==================== block 1
### Signal wires on met1, block 1

Scale bar: 100 um.
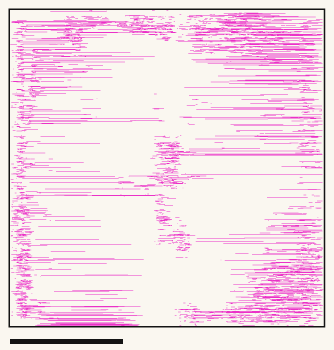

--- config.mk ---
export PLATFORM = sky130hd
export DESIGN_NAME = axicb_wr_arbiter
export DESIGN_NICKNAME = d
export VERILOG_FILES = /design/src/rtl/axicb_pkg.sv /design/src/rtl/axicb_round_robin_core.sv /design/src/rtl/axicb_wr_arbiter.sv
export SDC_FILE = /design/constraint.sdc
export NUM_CORES = 1
export LEC_CHECK = 0
export CAP_MARGIN = 40
export CORE_AREA = 2 2 275 277
export CTS_CLUSTER_DIAMETER = 40
export DETAILED_ROUTE_END_ITERATION = 12
export DIE_AREA = 0 0 277 279
export SYNTH_ARGS = -nofsm -noshare
export SYNTH_HDL_FRONTEND = slang
export SYNTH_SLANG_ARGS = --single-unit
--- constraint.sdc ---
create_clock -name aclk -period 3.6 [get_ports aclk]
set_input_delay 0.72 -clock aclk [delete_from_list [all_inputs] [get_ports aclk]]
set_output_delay 0.72 -clock aclk [all_outputs]
set_load 0.005 [all_outputs]
--- src/rtl/axicb_pkg.sv ---
`default_nettype none
// ----------------------------------------------------------------------------
// axicb_pkg : shared types and helpers for the crossbar write-path blocks.
// Revision: 1.0
// ----------------------------------------------------------------------------
package axicb_pkg;

  typedef enum logic [0:0] {
    IDLE   = 1'b0,
    LOCKED = 1'b1
  } axicb_aw_state_t;

  // Width of a binary index into n entries, never narrower than one bit.
  function automatic int idx_width(input int n);
    return (n <= 1) ? 1 : $clog2(n);
  endfunction

endpackage
`default_nettype wire

--- src/rtl/axicb_round_robin_core.sv ---
`default_nettype none
// ----------------------------------------------------------------------------
// axicb_round_robin_core : one-hot round-robin grant with rotating priority mask.
// Revision: 1.0
// ----------------------------------------------------------------------------
module axicb_round_robin_core #(
  parameter int REQ_NB = 4
) (
  input  logic              aclk,
  input  logic              aresetn,
  input  logic              srst,
  input  logic [REQ_NB-1:0] i_req,
  input  logic              i_en,
  output logic [REQ_NB-1:0] o_grant
);

  localparam logic [REQ_NB-1:0] c_one = {{(REQ_NB-1){1'b0}}, 1'b1};

  logic [REQ_NB-1:0] r_mask;
  logic [REQ_NB-1:0] w_masked;
  logic [REQ_NB-1:0] w_pool;
  logic [REQ_NB-1:0] w_grant;
  logic [REQ_NB-1:0] w_next_mask;

  // Masked requests win first; with none left the unmasked set wraps around.
  always_comb begin
    w_masked    = i_req & r_mask;
    w_pool      = (|w_masked) ? w_masked : i_req;
    w_grant     = w_pool & (~w_pool + c_one);
    w_next_mask = ~(w_grant | (w_grant - c_one));
    if (w_next_mask == '0) begin
      w_next_mask = '1;
    end
  end

  assign o_grant = w_grant;

  always_ff @(posedge aclk or negedge aresetn) begin
    if (!aresetn) begin
      r_mask <= '1;
    end else if (srst) begin
      r_mask <= '1;
    end else if (i_en && (|w_grant)) begin
      r_mask <= w_next_mask;
    end
  end

endmodule
`default_nettype wire

--- src/rtl/axicb_wr_arbiter.sv ---
`default_nettype none
// ----------------------------------------------------------------------------
// axicb_wr_arbiter : AW arbitration with lock-until-handshake, W routed in AW order.
// Revision: 1.0
// ----------------------------------------------------------------------------
module axicb_wr_arbiter
  import axicb_pkg::*;
#(
  parameter int MST_NB          = 4,
  parameter int AWCH_W          = 64,
  parameter int WCH_W           = 72,
  parameter int MST_OSTDREQ_NUM = 4
) (
  input  logic                     aclk,
  input  logic                     aresetn,
  input  logic                     srst,
  input  logic [MST_NB-1:0]        i_awvalid,
  output logic [MST_NB-1:0]        i_awready,
  input  logic [MST_NB*AWCH_W-1:0] i_awch,
  output logic                     o_awvalid,
  input  logic                     o_awready,
  output logic [AWCH_W-1:0]        o_awch,
  input  logic [MST_NB-1:0]        i_wvalid,
  output logic [MST_NB-1:0]        i_wready,
  input  logic [MST_NB-1:0]        i_wlast,
  input  logic [MST_NB*WCH_W-1:0]  i_wch,
  output logic                     o_wvalid,
  input  logic                     o_wready,
  output logic                     o_wlast,
  output logic [WCH_W-1:0]         o_wch
);

  localparam int IDX_W = idx_width(MST_NB);
  localparam int PTR_W = idx_width(MST_OSTDREQ_NUM);
  localparam int CNT_W = $clog2(MST_OSTDREQ_NUM) + 1;
  localparam logic [CNT_W-1:0] c_full = CNT_W'(MST_OSTDREQ_NUM);

  axicb_aw_state_t   r_state;
  logic [MST_NB-1:0] r_sel;
  logic [IDX_W-1:0]  r_fifo [MST_OSTDREQ_NUM];
  logic [PTR_W-1:0]  r_wptr;
  logic [PTR_W-1:0]  r_rptr;
  logic [CNT_W-1:0]  r_count;

  logic [MST_NB-1:0] w_grant;
  logic              w_rr_en;
  logic              w_full;
  logic              w_empty;
  logic              w_push;
  logic              w_pop;
  logic [IDX_W-1:0]  w_sel_idx;
  logic [IDX_W-1:0]  w_head;

  assign w_full  = (r_count == c_full);
  assign w_empty = (r_count == '0);
  assign w_rr_en = (r_state == IDLE) && (|w_grant) && !w_full;

  axicb_round_robin_core #(
    .REQ_NB (MST_NB)
  ) u_rr_core (
    .aclk    (aclk),
    .aresetn (aresetn),
    .srst    (srst),
    .i_req   (i_awvalid),
    .i_en    (w_rr_en),
    .o_grant (w_grant)
  );

  always_comb begin
    w_sel_idx = '0;
    for (int k = 0; k < MST_NB; k++) begin
      if (r_sel[k]) begin
        w_sel_idx = w_sel_idx | IDX_W'(k);
      end
    end
  end

  // AW path is only opened in LOCKED, so no master's valid can reach another's ready.
  always_comb begin
    o_awvalid = 1'b0;
    o_awch    = '0;
    i_awready = '0;
    if (r_state == LOCKED) begin
      o_awvalid = |(i_awvalid & r_sel);
      i_awready = r_sel & {MST_NB{o_awready}};
      for (int k = 0; k < MST_NB; k++) begin
        if (r_sel[k]) begin
          o_awch = o_awch | i_awch[k*AWCH_W +: AWCH_W];
        end
      end
    end
  end

  assign w_push = (r_state == LOCKED) && o_awvalid && o_awready;

  always_ff @(posedge aclk or negedge aresetn) begin
    if (!aresetn) begin
      r_state <= IDLE;
      r_sel   <= '0;
    end else if (srst) begin
      r_state <= IDLE;
      r_sel   <= '0;
    end else begin
      case (r_state)
        IDLE: begin
          if (w_rr_en) begin
            r_sel   <= w_grant;
            r_state <= LOCKED;
          end
        end
        LOCKED: begin
          if (w_push) begin
            r_state <= IDLE;
          end
        end
        default: r_state <= IDLE;
      endcase
    end
  end

  assign w_head = r_fifo[r_rptr];

  always_comb begin
    o_wvalid = 1'b0;
    o_wlast  = 1'b0;
    o_wch    = '0;
    i_wready = '0;
    if (!w_empty) begin
      for (int k = 0; k < MST_NB; k++) begin
        if (w_head == IDX_W'(k)) begin
          o_wvalid    = i_wvalid[k];
          o_wlast     = i_wlast[k];
          o_wch       = i_wch[k*WCH_W +: WCH_W];
          i_wready[k] = o_wready;
        end
      end
    end
  end

  assign w_pop = o_wvalid && o_wready && o_wlast;

  // Storage needs no reset: entries are only visible while the count is nonzero.
  always_ff @(posedge aclk) begin
    if (w_push) begin
      r_fifo[r_wptr] <= w_sel_idx;
    end
  end

  always_ff @(posedge aclk or negedge aresetn) begin
    if (!aresetn) begin
      r_wptr  <= '0;
      r_rptr  <= '0;
      r_count <= '0;
    end else if (srst) begin
      r_wptr  <= '0;
      r_rptr  <= '0;
      r_count <= '0;
    end else begin
      if (w_push) begin
        r_wptr <= r_wptr + PTR_W'(1);
      end
      if (w_pop) begin
        r_rptr <= r_rptr + PTR_W'(1);
      end
      case ({w_push, w_pop})
        2'b10:   r_count <= r_count + CNT_W'(1);
        2'b01:   r_count <= r_count - CNT_W'(1);
        default: r_count <= r_count;
      endcase
    end
  end

endmodule
`default_nettype wire

==================== block 2
## src/rtl/missile_hit_rx_pkg.sv

```systemverilog
// Shared game definitions: sprite sizes, coordinate width and dragon state encoding.
// Used by the hit receiver and by the missile and dragon movers.
package missile_hit_rx_pkg;

  localparam int COORD_W   = 10;
  localparam int MISSILE_W = 20;
  localparam int MISSILE_H = 10;
  localparam int DRAGON_W  = 80;
  localparam int DRAGON_H  = 60;

  typedef enum logic [1:0] {
    ST_ALIVE   = 2'b00,
    ST_HURT    = 2'b01,
    ST_DEAD    = 2'b10,
    ST_ILLEGAL = 2'b11
  } dragon_state_e;

endpackage

```

## src/rtl/rect_overlap.sv

```systemverilog
// Combinational axis-aligned rectangle intersection test.
// Sums are widened by one bit so a sprite near the right/bottom edge never wraps.
module rect_overlap
  import missile_hit_rx_pkg::*;
#(
  parameter int AW = MISSILE_W,
  parameter int AH = MISSILE_H,
  parameter int BW = DRAGON_W,
  parameter int BH = DRAGON_H
) (
  input  logic [COORD_W-1:0] a_x,
  input  logic [COORD_W-1:0] a_y,
  input  logic [COORD_W-1:0] b_x,
  input  logic [COORD_W-1:0] b_y,
  output logic               overlap
);

  localparam int SW = COORD_W + 1;

  logic [SW-1:0] ax, ay, bx, by;

  assign ax = {1'b0, a_x};
  assign ay = {1'b0, a_y};
  assign bx = {1'b0, b_x};
  assign by = {1'b0, b_y};

  assign overlap = (ax < bx + SW'(BW)) &&
                   (ax + SW'(AW) > bx) &&
                   (ay < by + SW'(BH)) &&
                   (ay + SW'(AH) > by);

endmodule

```

## src/rtl/missile_hit_rx.sv

```systemverilog
// Dragon hit receiver: registers missile hits, tracks hit points and runs the
// ALIVE/HURT/DEAD life cycle with a timed invulnerability window.
module missile_hit_rx
  import missile_hit_rx_pkg::*;
#(
  parameter int MW          = MISSILE_W,
  parameter int MH          = MISSILE_H,
  parameter int DW          = DRAGON_W,
  parameter int DH          = DRAGON_H,
  parameter int HP_INIT     = 5,
  parameter int HURT_CYCLES = 8
) (
  input  logic               clk_22,
  input  logic               rst,
  input  logic [COORD_W-1:0] m_x,
  input  logic [COORD_W-1:0] m_y,
  input  logic               show_valid,
  input  logic [COORD_W-1:0] d_x,
  input  logic [COORD_W-1:0] d_y,
  input  logic               restart,
  output logic               hit_ack,
  output logic [3:0]         hp,
  output logic [1:0]         dragon_state,
  output logic               flash,
  output logic               dead
);

  localparam logic [3:0] HP_RST   = 4'(HP_INIT);
  localparam logic [7:0] HURT_END = 8'(HURT_CYCLES - 1);

  dragon_state_e state_q, state_d;
  logic [3:0]    hp_q, hp_d;
  logic [7:0]    hurt_cnt_q, hurt_cnt_d;
  logic          hit_ack_q, hit_ack_d;
  logic          flash_q, flash_d;
  logic          dead_q, dead_d;
  logic          overlap;
  logic          hit;

  rect_overlap #(
    .AW(MW),
    .AH(MH),
    .BW(DW),
    .BH(DH)
  ) u_rect_overlap (
    .a_x    (m_x),
    .a_y    (m_y),
    .b_x    (d_x),
    .b_y    (d_y),
    .overlap(overlap)
  );

  // Only an ALIVE dragon can be hit; HURT ignores overlap so one missile counts once.
  assign hit = overlap && show_valid && (state_q == ST_ALIVE) && !restart;

  always_comb begin
    state_d    = state_q;
    hp_d       = hp_q;
    hurt_cnt_d = hurt_cnt_q;
    hit_ack_d  = 1'b0;
    if (restart) begin
      state_d    = ST_ALIVE;
      hp_d       = HP_RST;
      hurt_cnt_d = 8'd0;
    end else begin
      case (state_q)
        ST_ALIVE: begin
          if (hit) begin
            hit_ack_d  = 1'b1;
            hurt_cnt_d = 8'd0;
            if (hp_q <= 4'd1) begin
              hp_d    = 4'd0;
              state_d = ST_DEAD;
            end else begin
              hp_d    = hp_q - 4'd1;
              state_d = ST_HURT;
            end
          end
        end
        ST_HURT: begin
          if (hurt_cnt_q == HURT_END) begin
            state_d    = ST_ALIVE;
            hurt_cnt_d = 8'd0;
          end else begin
            hurt_cnt_d = hurt_cnt_q + 8'd1;
          end
        end
        ST_DEAD: begin
          state_d = ST_DEAD;
        end
        default: begin
          state_d    = ST_ALIVE;
          hurt_cnt_d = 8'd0;
        end
      endcase
    end
    flash_d = (state_d == ST_HURT) && hurt_cnt_d[1];
    dead_d  = (state_d == ST_DEAD);
  end

  always_ff @(posedge clk_22 or negedge rst) begin
    if (!rst) begin
      state_q    <= ST_ALIVE;
      hp_q       <= HP_RST;
      hurt_cnt_q <= 8'd0;
      hit_ack_q  <= 1'b0;
      flash_q    <= 1'b0;
      dead_q     <= 1'b0;
    end else begin
      state_q    <= state_d;
      hp_q       <= hp_d;
      hurt_cnt_q <= hurt_cnt_d;
      hit_ack_q  <= hit_ack_d;
      flash_q    <= flash_d;
      dead_q     <= dead_d;
    end
  end

  assign hit_ack      = hit_ack_q;
  assign hp           = hp_q;
  assign dragon_state = state_q;
  assign flash        = flash_q;
  assign dead         = dead_q;

endmodule

```

## config.mk

```make
export PLATFORM = sky130hd
export DESIGN_NAME = missile_hit_rx
export DESIGN_NICKNAME = d
export VERILOG_FILES = /design/src/rtl/missile_hit_rx_pkg.sv /design/src/rtl/rect_overlap.sv /design/src/rtl/missile_hit_rx.sv
export SDC_FILE = /design/constraint.sdc
export NUM_CORES = 1
export LEC_CHECK = 0
export CORE_MARGIN = 4
export CORE_UTILIZATION = 50
export CTS_CLUSTER_SIZE = 40
export DETAILED_ROUTE_END_ITERATION = 8
export GPL_ROUTABILITY_DRIVEN = 0
export MAX_ROUTING_LAYER = met4
export PLACE_DENSITY = 0.8
export SYNTH_ARGS = -nofsm -noshare
export SYNTH_HDL_FRONTEND = slang
export SYNTH_HIERARCHICAL = 1
export SYNTH_SLANG_ARGS = --single-unit
```

## constraint.sdc

```tcl
create_clock -name clk_22 -period 2 [get_ports clk_22]
set_input_delay 0.4 -clock clk_22 [delete_from_list [all_inputs] [get_ports clk_22]]
set_output_delay 0.4 -clock clk_22 [all_outputs]
set_load 0.02 [all_outputs]
```

==================== block 3
$ cat src/rtl/diy_mole_recorder.sv
// diy_mole_recorder
//   Write side of the DIY mole-timing path. While DIY record mode is active,
//   every clean single-pad stomp is stored as one table entry holding the
//   current music sample address and the mole location of that pad. The
//   playback-side mole timer reads entries back by index.
//
//   Optional build macro: RECORD_UNDO_EN
//     When defined, adds an 'undo' input. Each rising edge removes the most
//     recent entry and restores the spacing reference to the entry before it.
//
// Ports
//   clk            in   system clock (27 MHz)
//   reset          in   synchronous, active-high reset
//   record_en      in   DIY record mode level from the game FSM
//   music_address  in   current music playback address
//   pads           in   debounced pad levels {ul,u,ur,l,r,dl,d,dr}
//   rd_index       in   playback read index
//   undo           in   (RECORD_UNDO_EN only) debounced undo level
//   rd_data        out  registered {address, location}, all ones if invalid
//   total_moles    out  number of valid entries
//   recording      out  high while waiting for stomps
//   full           out  table holds MAX_ITEM entries
//   write_pulse    out  one-cycle pulse per stored entry
module diy_mole_recorder #(
  parameter int                    MAX_ITEM   = 128,
  parameter int                    INDEX_BITS = 7,
  parameter int                    ADDR_BITS  = 23,
  parameter logic [ADDR_BITS-1:0]  MIN_GAP    = 23'h3000
) (
  input  logic                    clk,
  input  logic                    reset,
  input  logic                    record_en,
  input  logic [ADDR_BITS-1:0]    music_address,
  input  logic [7:0]              pads,
  input  logic [INDEX_BITS-1:0]   rd_index,
`ifdef RECORD_UNDO_EN
  input  logic                    undo,
`endif
  output logic [ADDR_BITS+2:0]    rd_data,
  output logic [INDEX_BITS:0]     total_moles,
  output logic                    recording,
  output logic                    full,
  output logic                    write_pulse
);

  localparam logic [2:0] S_IDLE      = 3'd0;
  localparam logic [2:0] S_ARM       = 3'd1;
  localparam logic [2:0] S_RECORDING = 3'd2;
  localparam logic [2:0] S_WRITE     = 3'd3;
  localparam logic [2:0] S_DONE      = 3'd4;
`ifdef RECORD_UNDO_EN
  localparam logic [2:0] S_UNDO      = 3'd5;
`endif

  logic [2:0]             r_state;
  logic                   r_recordEnPrev;
  logic [7:0]             r_padsPrev;
  logic [INDEX_BITS:0]    r_total;
  logic [ADDR_BITS-1:0]   r_lastAddr;
  logic [ADDR_BITS-1:0]   r_pendAddr;
  logic [2:0]             r_pendLoc;
  logic [ADDR_BITS+2:0]   r_rdData;
  logic [ADDR_BITS+2:0]   r_table [MAX_ITEM];

  logic                   w_recordRise;
  logic                   w_oneHot;
  logic                   w_press;
  logic [2:0]             w_loc;
  logic [ADDR_BITS-1:0]   w_gap;
  logic                   w_full;
  logic                   w_accept;

`ifdef RECORD_UNDO_EN
  logic                   r_undoPrev;
  logic                   r_undoPend;
  logic                   w_undoReq;
  logic [INDEX_BITS:0]    w_totalMinus2;
  logic [INDEX_BITS-1:0]  w_undoIdx;

  // An undo edge seen during WRITE is remembered and served in RECORDING.
  assign w_undoReq     = (undo && !r_undoPrev) || r_undoPend;
  assign w_totalMinus2 = r_total - (INDEX_BITS+1)'(2);
  assign w_undoIdx     = w_totalMinus2[INDEX_BITS-1:0];
`endif

  assign w_recordRise = record_en && !r_recordEnPrev;
  assign w_oneHot     = (pads != 8'd0) && ((pads & (pads - 8'd1)) == 8'd0);
  // A press must start from all pads released, so held or chorded pads never count.
  assign w_press      = (r_padsPrev == 8'd0) && w_oneHot;
  assign w_gap        = music_address - r_lastAddr;
  assign w_full       = (r_total == (INDEX_BITS+1)'(MAX_ITEM));
  // The first entry needs no spacing; later ones must move forward by at least MIN_GAP.
  assign w_accept     = !w_full &&
                        ((r_total == '0) ||
                         ((music_address > r_lastAddr) && (w_gap >= MIN_GAP)));

  // Pad bit 7 maps to location 0 down to bit 0 mapping to location 7.
  always_comb begin
    w_loc = 3'd0;
    for (int i = 0; i < 8; i++) begin
      if (pads[i]) w_loc = 3'(7 - i);
    end
  end

  always_ff @(posedge clk) begin
    if (reset) begin
      r_state        <= S_IDLE;
      r_total        <= '0;
      r_lastAddr     <= '0;
      r_recordEnPrev <= 1'b0;
      r_padsPrev     <= 8'd0;
      r_pendAddr     <= '0;
      r_pendLoc      <= 3'd0;
`ifdef RECORD_UNDO_EN
      r_undoPrev     <= 1'b0;
      r_undoPend     <= 1'b0;
`endif
    end else begin
      r_recordEnPrev <= record_en;
      r_padsPrev     <= pads;
`ifdef RECORD_UNDO_EN
      r_undoPrev     <= undo;
      if (r_state == S_WRITE) begin
        if (undo && !r_undoPrev) r_undoPend <= 1'b1;
      end else begin
        r_undoPend <= 1'b0;
      end
`endif
      case (r_state)
        S_IDLE, S_DONE: begin
          if (w_recordRise) r_state <= S_ARM;
        end
        S_ARM: begin
          r_total <= '0;
          if (!record_en)          r_state <= S_DONE;
          else if (pads == 8'd0)   r_state <= S_RECORDING;
        end
        S_RECORDING: begin
          // Leaving record mode beats a simultaneous press.
          if (!record_en) begin
            r_state <= S_DONE;
`ifdef RECORD_UNDO_EN
          end else if (w_undoReq && (r_total != '0)) begin
            r_state <= S_UNDO;
`endif
          end else if (w_press && w_accept) begin
            r_state    <= S_WRITE;
            r_pendAddr <= music_address;
            r_pendLoc  <= w_loc;
          end
        end
        S_WRITE: begin
          r_total    <= r_total + 1'b1;
          r_lastAddr <= r_pendAddr;
          r_state    <= record_en ? S_RECORDING : S_DONE;
        end
`ifdef RECORD_UNDO_EN
        S_UNDO: begin
          r_total    <= r_total - 1'b1;
          r_lastAddr <= (r_total == (INDEX_BITS+1)'(1)) ? '0
                        : r_table[w_undoIdx][ADDR_BITS+2:3];
          r_state    <= record_en ? S_RECORDING : S_DONE;
        end
`endif
        default: r_state <= S_IDLE;
      endcase
    end
  end

  // Table storage is never cleared; a write in a reset cycle is dropped.
  always_ff @(posedge clk) begin
    if (!reset && (r_state == S_WRITE)) begin
      r_table[r_total[INDEX_BITS-1:0]] <= {r_pendAddr, r_pendLoc};
    end
  end

  // Indices at or past the current count read as all ones, using the count
  // before any write landing on this same edge.
  always_ff @(posedge clk) begin
    if (reset) begin
      r_rdData <= '1;
    end else if ({1'b0, rd_index} >= r_total) begin
      r_rdData <= '1;
    end else begin
      r_rdData <= r_table[rd_index];
    end
  end

  assign rd_data     = r_rdData;
  assign total_moles = r_total;
  assign recording   = (r_state == S_RECORDING);
  assign full        = w_full;
  assign write_pulse = (r_state == S_WRITE);

endmodule

$ cat config.mk
export PLATFORM = sky130hd
export DESIGN_NAME = diy_mole_recorder
export DESIGN_NICKNAME = d
export VERILOG_FILES = /design/src/rtl/diy_mole_recorder.sv
export SDC_FILE = /design/constraint.sdc
export NUM_CORES = 2
export LEC_CHECK = 0
export ABC_AREA = 1
export CORE_MARGIN = 2
export CORE_UTILIZATION = 57
export DETAILED_ROUTE_END_ITERATION = 12
export PLACE_DENSITY = 0.76
export SYNTH_ARGS = -nofsm -noshare
export SYNTH_HDL_FRONTEND = slang
export SYNTH_SLANG_ARGS = --single-unit
$ cat constraint.sdc
create_clock -name clk -period 4.3 [get_ports clk]
set_clock_uncertainty 0.05 [all_clocks]
set_input_delay 0.86 -clock clk [delete_from_list [all_inputs] [get_ports clk]]
set_output_delay 0.86 -clock clk [all_outputs]
set_load 0.01 [all_outputs]
==================== block 4
### config.mk
export PLATFORM = sky130hd
export DESIGN_NAME = calc_sequencer
export DESIGN_NICKNAME = d
export VERILOG_FILES = /design/src/rtl/calc_sequencer.sv
export SDC_FILE = /design/constraint.sdc
export NUM_CORES = 1
export LEC_CHECK = 0
export ABC_AREA = 1
export CAP_MARGIN = 0
export CORE_ASPECT_RATIO = 1.25
export CORE_UTILIZATION = 54
export CTS_BUF_LIST = sky130_fd_sc_hd__clkbuf_8
export CTS_CLUSTER_DIAMETER = 80
export DETAILED_ROUTE_END_ITERATION = 8
export GPL_TIMING_DRIVEN = 1
export PLACE_DENSITY = 0.78
export SETUP_SLACK_MARGIN = 0.3
export SYNTH_ARGS = -nofsm -noshare
export SYNTH_HDL_FRONTEND = slang
export SYNTH_SLANG_ARGS = --single-unit
### constraint.sdc
create_clock -name clk -period 1.3 [get_ports clk]
set_input_delay 0.39 -clock clk [delete_from_list [all_inputs] [get_ports clk]]
set_output_delay 0.39 -clock clk [all_outputs]
set_load 0.05 [all_outputs]
### src/rtl/calc_sequencer.sv
`default_nettype none
// ============================================================================
//  Module      : calc_sequencer
//  Description : Calculator control sequencer. Conditions the execute and
//                clear buttons (synchronise, debounce, single-pulse), latches
//                the opcode for the ALU, waits a fixed ALU settling time and
//                issues one-cycle accumulator update / reset pulses.
//  Revision    : 1.0 - initial release
// ============================================================================
module calc_sequencer #(
    parameter int DB_CYCLES = 16,
    parameter int DB_W      = 20,
    parameter int ALU_LAT   = 2
) (
    input  logic       clk,
    input  logic       reset,
    input  logic       btnd,
    input  logic       btnu,
    input  logic [3:0] op_sel,
    input  logic       alu_ovf,
    output logic [3:0] alu_op,
    output logic       acc_reset,
    output logic       acc_update,
    output logic       busy,
    output logic       ovf_sticky,
    output logic [7:0] op_count
);

    localparam int              c_LAT_W   = $clog2(ALU_LAT + 1);
    localparam logic [DB_W-1:0] c_DB_LAST = DB_W'(DB_CYCLES - 1);
    localparam logic [c_LAT_W-1:0] c_LAT  = c_LAT_W'(ALU_LAT);
    localparam logic [c_LAT_W-1:0] c_ONE  = c_LAT_W'(1);

    typedef enum logic [1:0] {
        S_IDLE  = 2'd0,
        S_WAIT  = 2'd1,
        S_WRITE = 2'd2
    } state_t;

    // Bit 0 is the execute button, bit 1 the clear button.
    logic [1:0] w_raw;
    logic [1:0] w_pulse;
    logic       w_exec;
    logic       w_clr;

    assign w_raw = {btnu, btnd};

    generate
        for (genvar gi = 0; gi < 2; gi++) begin : g_btn
            logic            r_sync1;
            logic            r_sync2;
            logic            r_deb;
            logic            r_deb_prev;
            logic [DB_W-1:0] r_cnt;

            // Synchronise, then accept a level change only after DB_CYCLES
            // consecutive disagreeing samples; any agreeing sample restarts.
            always_ff @(posedge clk) begin
                if (reset) begin
                    r_sync1    <= 1'b0;
                    r_sync2    <= 1'b0;
                    r_deb      <= 1'b0;
                    r_deb_prev <= 1'b0;
                    r_cnt      <= '0;
                end else begin
                    r_sync1    <= w_raw[gi];
                    r_sync2    <= r_sync1;
                    r_deb_prev <= r_deb;
                    if (r_sync2 != r_deb) begin
                        if (r_cnt == c_DB_LAST) begin
                            r_deb <= ~r_deb;
                            r_cnt <= '0;
                        end else begin
                            r_cnt <= r_cnt + 1'b1;
                        end
                    end else begin
                        r_cnt <= '0;
                    end
                end
            end

            // Rising edge of the debounced level only; releases give nothing.
            assign w_pulse[gi] = r_deb & ~r_deb_prev;
        end
    endgenerate

    assign w_exec = w_pulse[0];
    assign w_clr  = w_pulse[1];

    state_t             r_state;
    logic [c_LAT_W-1:0] r_wait_cnt;
    logic               r_clr;

    // Sequencer: a registered clear pulse occupies one cycle as acc_reset,
    // and at its closing edge wipes the counters and aborts any operation.
    always_ff @(posedge clk) begin
        if (reset) begin
            r_state    <= S_IDLE;
            r_wait_cnt <= '0;
            r_clr      <= 1'b0;
            alu_op     <= 4'd0;
            ovf_sticky <= 1'b0;
            op_count   <= 8'd0;
        end else begin
            r_clr <= w_clr;
            if (r_clr) begin
                r_state    <= S_IDLE;
                r_wait_cnt <= '0;
                ovf_sticky <= 1'b0;
                op_count   <= 8'd0;
            end else begin
                case (r_state)
                    S_IDLE: begin
                        // A clear in the same cycle wins; the execute is dropped.
                        if (w_exec && !w_clr) begin
                            alu_op     <= op_sel;
                            r_wait_cnt <= c_LAT;
                            r_state    <= S_WAIT;
                        end
                    end
                    S_WAIT: begin
                        r_wait_cnt <= r_wait_cnt - 1'b1;
                        if (r_wait_cnt == c_ONE) begin
                            r_state <= S_WRITE;
                        end
                    end
                    S_WRITE: begin
                        ovf_sticky <= ovf_sticky | alu_ovf;
                        op_count   <= op_count + 8'd1;
                        r_state    <= S_IDLE;
                    end
                    default: begin
                        r_state <= S_IDLE;
                    end
                endcase
            end
        end
    end

    // Pulses decoded from registered state only; clear masks the update.
    assign acc_reset  = r_clr;
    assign acc_update = (r_state == S_WRITE) && !r_clr;
    assign busy       = (r_state != S_IDLE);

endmodule
`default_nettype wire
### Sequential cells coloured by netlist name, block 3

Scale bar: 100 um. Other sequential cells in the stronger grey, the rest of the logic in the fainter grey.
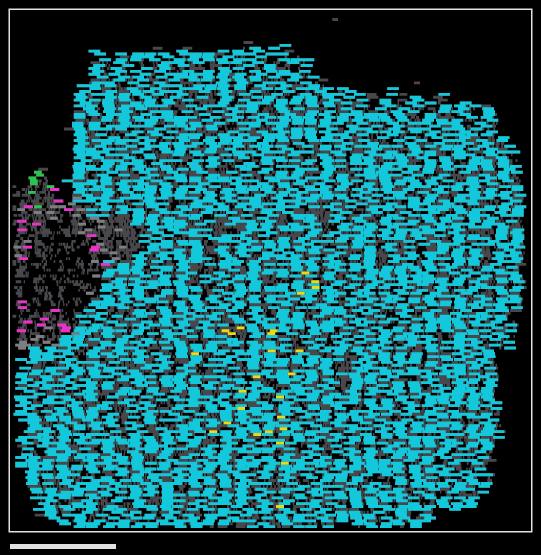
| colour | netlist name | placed flops |
|---|---|---|
| cyan | `r_table` | 3328 |
| magenta | `r_pendAddr` | 23 |
| yellow | `rd_data` | 26 |
| green | `r_padsPrev` | 8 |
not coloured: 38
utilization after layout: 0.644
register share of the cell area: 0.667

==> Changelog: implementation, block 3 <==
### Changed

* Outcome: complete, no violations
* Distinct cells, synth at 42
* Critical path endpoint: full
* Die span in x at 492 um
* Dominant kind of cell by area: flip-flops and latches
* Antenna violations before repair at 13
* Met3 Routed Length at 57.7 mm
* Bufs and invs on worst path at 3
* Met2 track demand over resource in global routing at 0.495
* Final ANT Viol Nets at 0
* Count of antenna diodes in the layout at 4
* Startpoint of the worst hold path: pads[4]
* Maximum fanout along the worst path at 11
* Non-clock buffer contribution to total cell area at 0.0365
* Placed standard-cell area at 0.142 mm^2
* Number of standard cells after synthesis at 10600
* HPWL after DPL at 228 mm
* Area fraction in and, or, nand and nor cells after synthesis at 0.0800
* Tally of buffers added on design ports at 77
* Fraction of the yosys area taken by sequential cells at 0.751
* Fin area at 0.153 mm^2
* Unrepaired setup endpoints after global routing: false
* Number of maximum-capacitance violations at 0
* Multi-input gate area at 0.0300 mm^2
* H-tree Lvls at 5
* Share of Yosys cell area claimed by the top area cell type at 0.737
* Synth Area per Inst at 12.8 um^2
* Number of buffers on the longest clock path at 4
* Critical path class: reg2out
* Critical path origin: total_moles[0]
* Worst Setup Slack post-DPL at 0.0790 ns
* Share of cell area taken by multi-input logic gates at 0.196
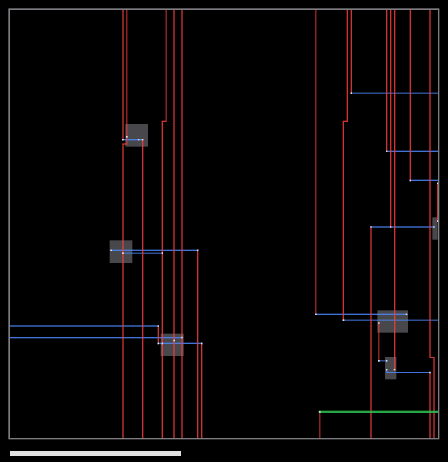
*Close-up of the layout, block 1*
Scale bar: 20 um. Region (114, 170) to (164, 220) um. Cells in grey, sequential cells in the stronger grey; small squares are vias.
| colour | layer |
|---|---|
| red | M2 |
| blue | M1 |
| green | M3 |
most frequent: buf_4 (3), nor2_1 (1), clkdlybuf4s50_1 (1)
sequential cells in the window: 0
cells with their middle in the window: 5

### Clock wiring as the flow saved it, block 1

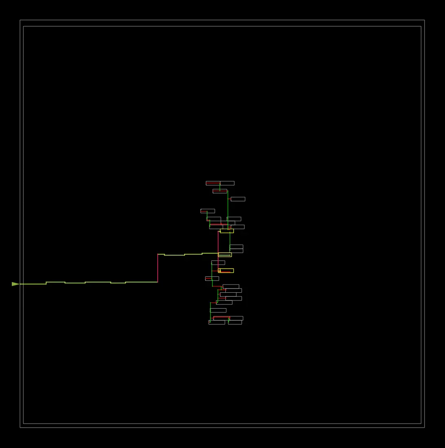
Clock buffer cells: 4
clock latency reported for the late side of the worst-skew pair: 0.26 ns
final worst clock skew: 0.00440 ns

Notes on 'Signal wires on met1' of block 1 above:
main direction: horizontal
nets with wire on the layer: 1541
wire length on this layer: 24.0 mm
longest straight run: 125 um
share of all routed wire: 39%
overall via count from detail_route: 8206
total wire length: 61.8 mm
met1 usage in global routing: 0.177

==> Changelog: implementation, block 1 <==
### Changed

* Outcome: finished with violations
* Failing checks: negative setup slack
* Utilization after layout at 0.181
* Top routing layer in use: met5
* Die area at 0.0773 mm^2
* Dominant Register Cell: sky130_fd_sc_hd__dfrtp_1
* Biggest power consumer among the groups: combinational logic
* Leakage power of the design at 4.40 nW
* Critical path endpoint: o_wch[66]
* Synthesized chip area reported by yosys at 0.00503 mm^2
* CTS Buf Count at 3
* Top cell type by total area after synthesis: sky130_fd_sc_hd__mux4_2
* Most common cell after layout, fill and taps aside: sky130_fd_sc_hd__clkdlybuf4s50_1
* Clock network power share at 0.118
* Critical path origin: r_rptr[0]
* Proportion of synthesized flip-flops having asynchronous set or reset at 0.667
* Most frequent cells after synthesis: sky130_fd_sc_hd__a22oi_1 (131), sky130_fd_sc_hd__and2_1 (79), sky130_fd_sc_hd__mux4_2 (76)
* Category of cells accounting for the largest share of critical-path delay: multiplexers
* Reg2reg setup slack at 0.32 ns
* Endpoint with the worst hold slack: u_rr_core.r_mask[2]
* Transition time at the pin with the least slew margin at 0.903 ns
* Total design power at 2.04 mW
* Count of antenna diodes in the layout at 7
* Cell row count at 100
* Final estimated routing congestion in global placement at 0.969
* FF+latch count at 24
* Wire per inst at 28.4 um
* Dominant kind of cell by area: buffers
* Buffer count from post-CTS setup fixing at 0
* Max stage delay cell, worst path: sky130_fd_sc_hd__mux4_4
* Proportion of total power due to net switching at 0.334
* Share of final-layout standard cells stronger than drive strength 1 at 0.104
* Bufs and invs on worst path at 2
* GR Util met3 at 0.0413
* Clock tree from TritonCTS: done
* Layer carrying the most global-route usage: met2
* Endpoints failing setup at 1
* IR drop worst, VDD at 0.0952 mV
* Hold violation total from the final report at 0
* Final worst setup slack at -0.0221 ns
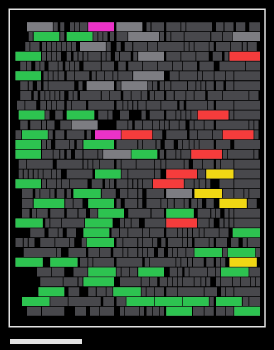
*Sequential cells coloured by netlist name, block 4*
Scale bar: 20 um. Other sequential cells in the stronger grey, the rest of the logic in the fainter grey.
| colour | netlist name | placed flops |
|---|---|---|
| red | `op_count` | 8 |
| magenta | `g_btn.r_sync2` | 2 |
| yellow | `alu_op` | 4 |
| green | `g_btn.r_cnt` | 40 |

==> Changelog: implementation, block 4 <==
### Changed

* Number of maximum-capacitance violations at 0
* Fill count at 195
* Slowest Stage Delay on Critical Path at 0.35 ns
* Wire length on met2 at 6.88 mm
* Share of the clock period used by the worst path at 1.28
* Bufs and invs on worst path at 6
* Failing checks: design-rule violations, negative setup slack
* Leading post-synthesis cells by cell area: sky130_fd_sc_hd__dfxtp_1 (42%), sky130_fd_sc_hd__nand2_1 (11%), sky130_fd_sc_hd__nor2_1 (11%)
* Cell repeated most along the worst path: sky130_fd_sc_hd__buf_6
* Clock buffer cells at 11
* Endpoints failing setup at 54
* Outcome: finished with violations
* Reg2reg setup slack at -0.37 ns
* Critical path endpoint: op_count[6]
* Detailed-route DRC error count at 27
* Final worst setup slack at -0.365 ns
* Count of antenna diodes in the layout at 0
* Antenna violations before repair at 0
* Buffer count from post-CTS setup fixing at 24
* Clock network power share at 0.432
### Sequential cells coloured by netlist name, block 2

Scale bar: 20 um. Other sequential cells in the stronger grey, the rest of the logic in the fainter grey.
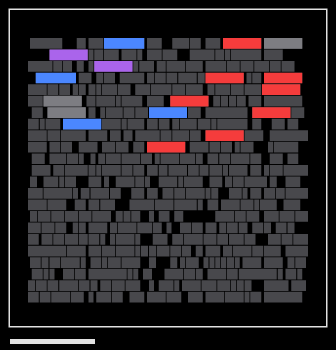
| colour | netlist name | placed flops |
|---|---|---|
| blue | `hp` | 4 |
| red | `hurt_cnt_q` | 8 |
| purple | `dragon_state` | 2 |
not coloured: 3

==> Changelog: implementation, block 2 <==
### Changed

* Outcome: finished with violations
* Failing checks: negative setup slack
* Category of cells accounting for the largest share of critical-path delay: simple AND/OR/NAND/NOR gates
* Clock tree from TritonCTS: done
* H-tree Lvls at 1
* Hold violation total from the final report at 0
* Clock-cell share of area at 0.0122
* Unrepaired setup endpoints after global routing: true
* Slew Viols, Final at 0
* Synth Area per Inst at 8.44 um^2
* Critical path origin: m_x[7]
* Leakage power of the design at 1.73 nW
* Cell repeated most along the worst path: sky130_fd_sc_hd__a211oi_2
* CTS Buf Count at 3
* Worst Setup Slack post-DPL at -1.96 ns
* Proportion of total power due to net switching at 0.352
* Dominant Register Cell: sky130_fd_sc_hd__dfrtp_1
* Fill count at 189
* Distinct cells, synth at 43
* Final worst setup slack at -1.43 ns
* Seq power at 358 uW
* # nets final at 477
* Register share of total power at 0.269
* Utilization after layout at 0.889
* Endpoints failing setup at 16
* Met1 usage in global routing at 0.303
* Clock latency reported for the late side of the worst-skew pair at 0.25 ns
* Global router's overall resource usage at 0.275
* Non-clock inverter count at 32
* Top routing layer in use: met4
* Number of gates on the worst path with buffers counted at 14
* GR Util met3 at 0.0324
* Worst setup EP type: register
* Slowest Stage Delay on Critical Path at 0.54 ns

==> notes/layouts.md <==
Pictures saved along the way, in no particular order.

Signal wires on met1.
Plate I
Scale bar: 100 um.
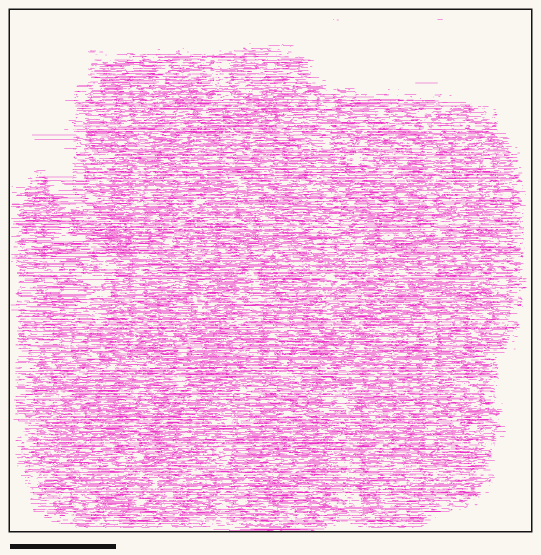
Plate II
Scale bar: 20 um.
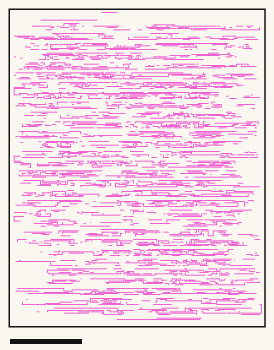
Plate III
Scale bar: 20 um.
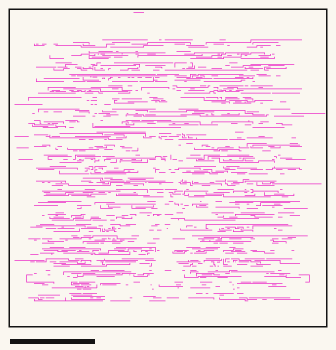
- Plate II = block 4
- Plate I = block 3
- Plate III = block 2


==================== block 5
$ cat src/rtl/bcd_serial_addsub.sv
// Digit-serial packed-BCD adder/subtractor: one digit per clock, least significant digit first.
// Subtraction adds the nines complement of B with an inverted borrow as the carry-in.
module bcd_serial_addsub #(
    parameter int N_DIGITS = 4
) (
    input  logic                  clk,
    input  logic                  reset,
    input  logic                  start,
    input  logic                  sub,
    input  logic                  cin,
    input  logic [4*N_DIGITS-1:0] a,
    input  logic [4*N_DIGITS-1:0] b,
    output logic                  busy,
    output logic                  done,
    output logic [4*N_DIGITS-1:0] result,
    output logic                  cout,
    output logic                  invalid
);

    localparam int W     = 4 * N_DIGITS;
    localparam int IDX_W = (N_DIGITS > 1) ? $clog2(N_DIGITS) : 1;
    localparam logic [IDX_W-1:0] LAST_IDX = IDX_W'(N_DIGITS - 1);

    typedef enum logic [1:0] {
        S_IDLE,
        S_RUN,
        S_DONE
    } state_t;

    state_t           state_q, state_d;
    logic [W-1:0]     a_q, a_d;
    logic [W-1:0]     b_q, b_d;
    logic             sub_q, sub_d;
    logic             carry_q, carry_d;
    logic [IDX_W-1:0] idx_q, idx_d;
    logic             bad_q, bad_d;
    logic [W-1:0]     result_q, result_d;
    logic             cout_q, cout_d;
    logic             invalid_q, invalid_d;

    logic             accept;
    logic             last_digit;
    logic [3:0]       a_dig, b_dig, b_eff, digit;
    logic [4:0]       sum;
    logic             carry_nx;
    logic             dig_bad, bad_all;
    logic [W-1:0]     result_shift;

    // NOTE: all state updates use non-blocking assignments so every flop samples pre-edge values.
    always_ff @(posedge clk) begin
        if (reset) begin
            state_q   <= S_IDLE;
            a_q       <= '0;
            b_q       <= '0;
            sub_q     <= 1'b0;
            carry_q   <= 1'b0;
            idx_q     <= '0;
            bad_q     <= 1'b0;
            result_q  <= '0;
            cout_q    <= 1'b0;
            invalid_q <= 1'b0;
        end else begin
            state_q   <= state_d;
            a_q       <= a_d;
            b_q       <= b_d;
            sub_q     <= sub_d;
            carry_q   <= carry_d;
            idx_q     <= idx_d;
            bad_q     <= bad_d;
            result_q  <= result_d;
            cout_q    <= cout_d;
            invalid_q <= invalid_d;
        end
    end

    assign accept     = start && (state_q != S_RUN);
    assign last_digit = (idx_q == LAST_IDX);

    always_comb begin
        state_d = state_q;
        unique case (state_q)
            S_IDLE:  if (start) state_d = S_RUN;
            S_RUN:   if (last_digit) state_d = S_DONE;
            S_DONE:  state_d = start ? S_RUN : S_IDLE;
            default: state_d = S_IDLE;
        endcase
    end

    // Operands shift right so the current digit is always the low nibble;
    // result digits enter at the top and land in place after N_DIGITS shifts.
    always_comb begin
        a_dig    = a_q[3:0];
        b_dig    = b_q[3:0];
        b_eff    = sub_q ? (4'd9 - b_dig) : b_dig;
        sum      = {1'b0, a_dig} + {1'b0, b_eff} + {4'b0000, carry_q};
        dig_bad  = (a_dig > 4'd9) || (b_dig > 4'd9);
        bad_all  = bad_q || dig_bad;
        if (sum > 5'd9) begin
            digit    = sum[3:0] + 4'd6;
            carry_nx = 1'b1;
        end else begin
            digit    = sum[3:0];
            carry_nx = 1'b0;
        end
        result_shift = (result_q >> 4) | (W'(digit) << (W - 4));
    end

    // NOTE: every signal gets a hold default first so no path leaves it unassigned (no latches).
    always_comb begin
        a_d       = a_q;
        b_d       = b_q;
        sub_d     = sub_q;
        carry_d   = carry_q;
        idx_d     = idx_q;
        bad_d     = bad_q;
        result_d  = result_q;
        cout_d    = cout_q;
        invalid_d = invalid_q;
        if (accept) begin
            a_d       = a;
            b_d       = b;
            sub_d     = sub;
            carry_d   = sub ? ~cin : cin;
            idx_d     = '0;
            bad_d     = 1'b0;
            cout_d    = 1'b0;
            invalid_d = 1'b0;
        end else if (state_q == S_RUN) begin
            a_d      = a_q >> 4;
            b_d      = b_q >> 4;
            carry_d  = carry_nx;
            idx_d    = idx_q + 1'b1;
            bad_d    = bad_all;
            result_d = result_shift;
            if (last_digit) begin
                result_d  = bad_all ? '0 : result_shift;
                cout_d    = bad_all ? 1'b0 : carry_nx;
                invalid_d = bad_all;
            end
        end
    end

    always_comb begin
        busy    = (state_q == S_RUN);
        done    = (state_q == S_DONE);
        result  = result_q;
        cout    = cout_q;
        invalid = invalid_q;
    end

endmodule
$ cat config.mk
export PLATFORM = sky130hd
export DESIGN_NAME = bcd_serial_addsub
export DESIGN_NICKNAME = d
export VERILOG_FILES = /design/src/rtl/bcd_serial_addsub.sv
export SDC_FILE = /design/constraint.sdc
export NUM_CORES = 1
export LEC_CHECK = 0
export CORE_MARGIN = 2
export CORE_UTILIZATION = 40
export CTS_CLUSTER_DIAMETER = 120
export DETAILED_ROUTE_END_ITERATION = 8
export GPL_ROUTABILITY_DRIVEN = 0
export PLACE_DENSITY_LB_ADDON = 0.3
export SKIP_CTS_REPAIR_TIMING = 1
export SYNTH_ARGS = -nofsm -noshare
export SYNTH_HDL_FRONTEND = slang
export SYNTH_SLANG_ARGS = --single-unit
$ cat constraint.sdc
create_clock -name clk -period 2.3 [get_ports clk]
set_input_delay 0.69 -clock clk [delete_from_list [all_inputs] [get_ports clk]]
set_output_delay 0.69 -clock clk [all_outputs]
set_load 0.02 [all_outputs]
### Sequential cells coloured by netlist name, block 5

Scale bar: 20 um. Other sequential cells in the stronger grey, the rest of the logic in the fainter grey.
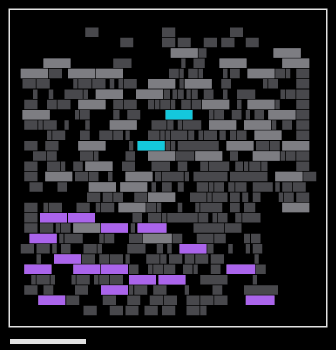
| colour | netlist name | placed flops |
|---|---|---|
| purple | `b_q` | 16 |
| cyan | `idx_q` | 2 |
not coloured: 39
Seq power: 1.11 mW
register share of the cell area: 0.331

==> Changelog: implementation <==
### Changed

* Global router's overall resource usage at 0.164
* Critical path data required time at 2.55 ns
* Dominant kind of cell by area: combinational gates
* Vias/cell at 5.24
* Fin area at 0.00347 mm^2
* Outcome: finished with violations
* Core area at 0.00599 mm^2
* Floorplan Nets at 314
* Met3 Routed Length at 220 um
* Depth of the worst register-to-register path at 10
* Endpoints failing setup at 4
* Synth Warn # at 0
* Number of standard cells in the layout, taps in and fillers out at 412
* Failing checks: negative setup slack
* Cell Chain, Critical Path: xnor2_2 > fa_2 > inv_2 > fa_2 > inv_2 > ha_4 > and2_4 > o41ai_4 > mux2_4 > o22ai_1
* Distinct cells, synth at 36
* Utilization after layout at 0.579
* Final worst setup slack at -0.210 ns
* Wire length on met2 at 2.70 mm
### Close-up of the layout, block 5

Scale bar: 20 um. Region (17, 33) to (67, 83) um. Cells in grey, sequential cells in the stronger grey; small squares are vias.
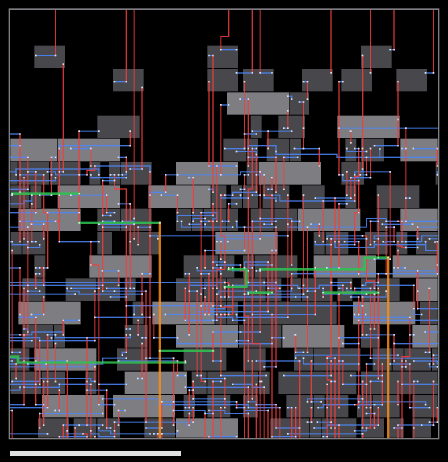
| colour | layer |
|---|---|
| orange | M4 |
| red | M2 |
| blue | M1 |
| green | M3 |
most frequent: dfxtp_1 (26), nor2_1 (22), clkdlybuf4s50_1 (11)
netlist names of flops here include: `a_q` (10), `result` (8), `idx_q` (2)
sequential cells in the window: 26
cells with their middle in the window: 145



==> layout pictures side by side <==
Pin placement.
panel A
Scale bar: 100 um. Pins as bars across the die edge, other pins in grey.
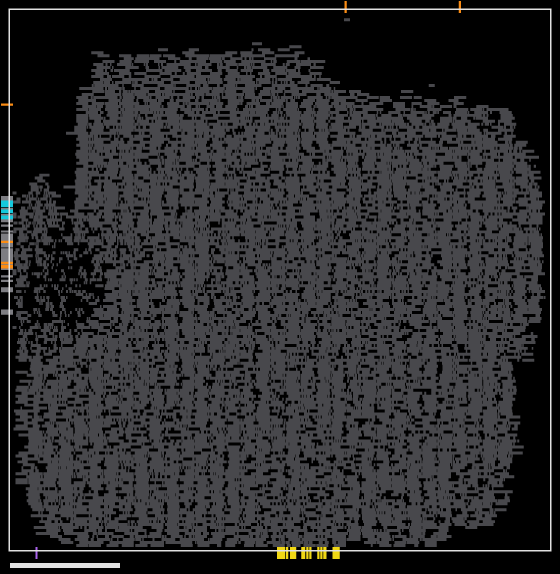
panel B
Scale bar: 100 um. Pins as bars across the die edge, other pins in grey.
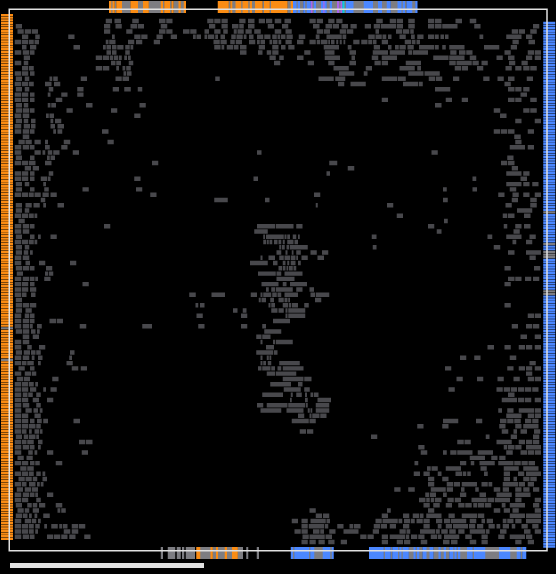
panel C
Scale bar: 20 um. Pins as bars across the die edge, other pins in grey.
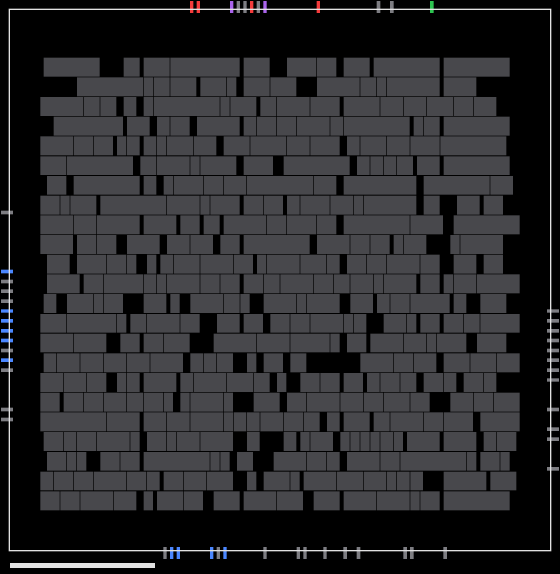
panel D
Scale bar: 20 um. Pins as bars across the die edge, other pins in grey.
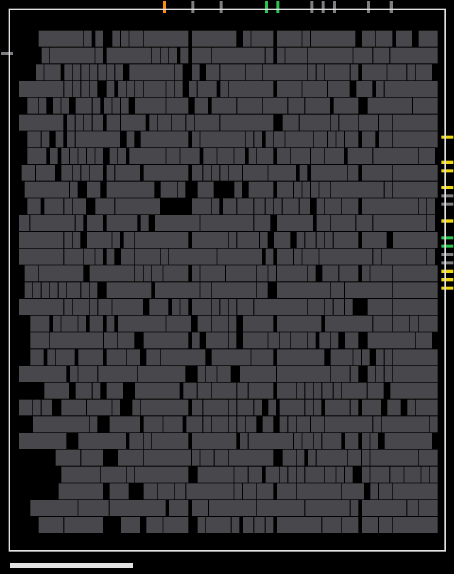
panel E
Scale bar: 20 um. Pins as bars across the die edge, other pins in grey.
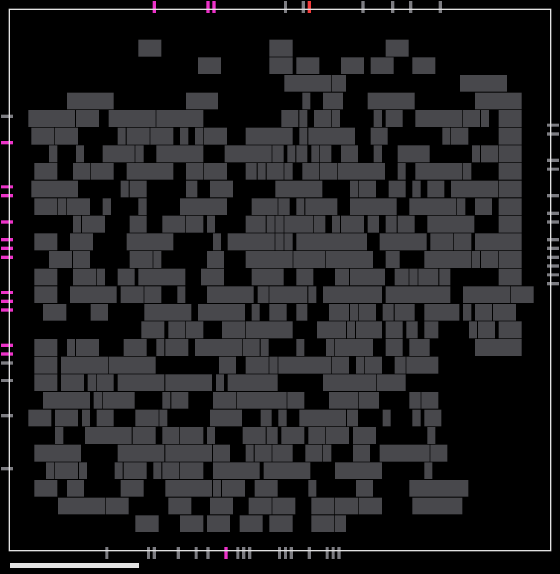
- fewest pins: panel D
- most pins: panel B
Panel A comes from block 3.
Panel D comes from block 4.
Panel E comes from block 5.
Panel C comes from block 2.
Panel B comes from block 1.

Key to panel C:
| colour | port | pins | direction | edge |
|---|---|---|---|---|
| green | `rst` | 1 | input | north |
| blue | `m_y` | 10 | input | 6 west, 4 south |
| red | `hp` | 4 | output | north |
| purple | `dragon_state` | 2 | output | north |
all pins by edge: 15 south, 14 west, 12 north, 12 east

Power figures rest on the tool's default switching activity, not on a simulated workload.
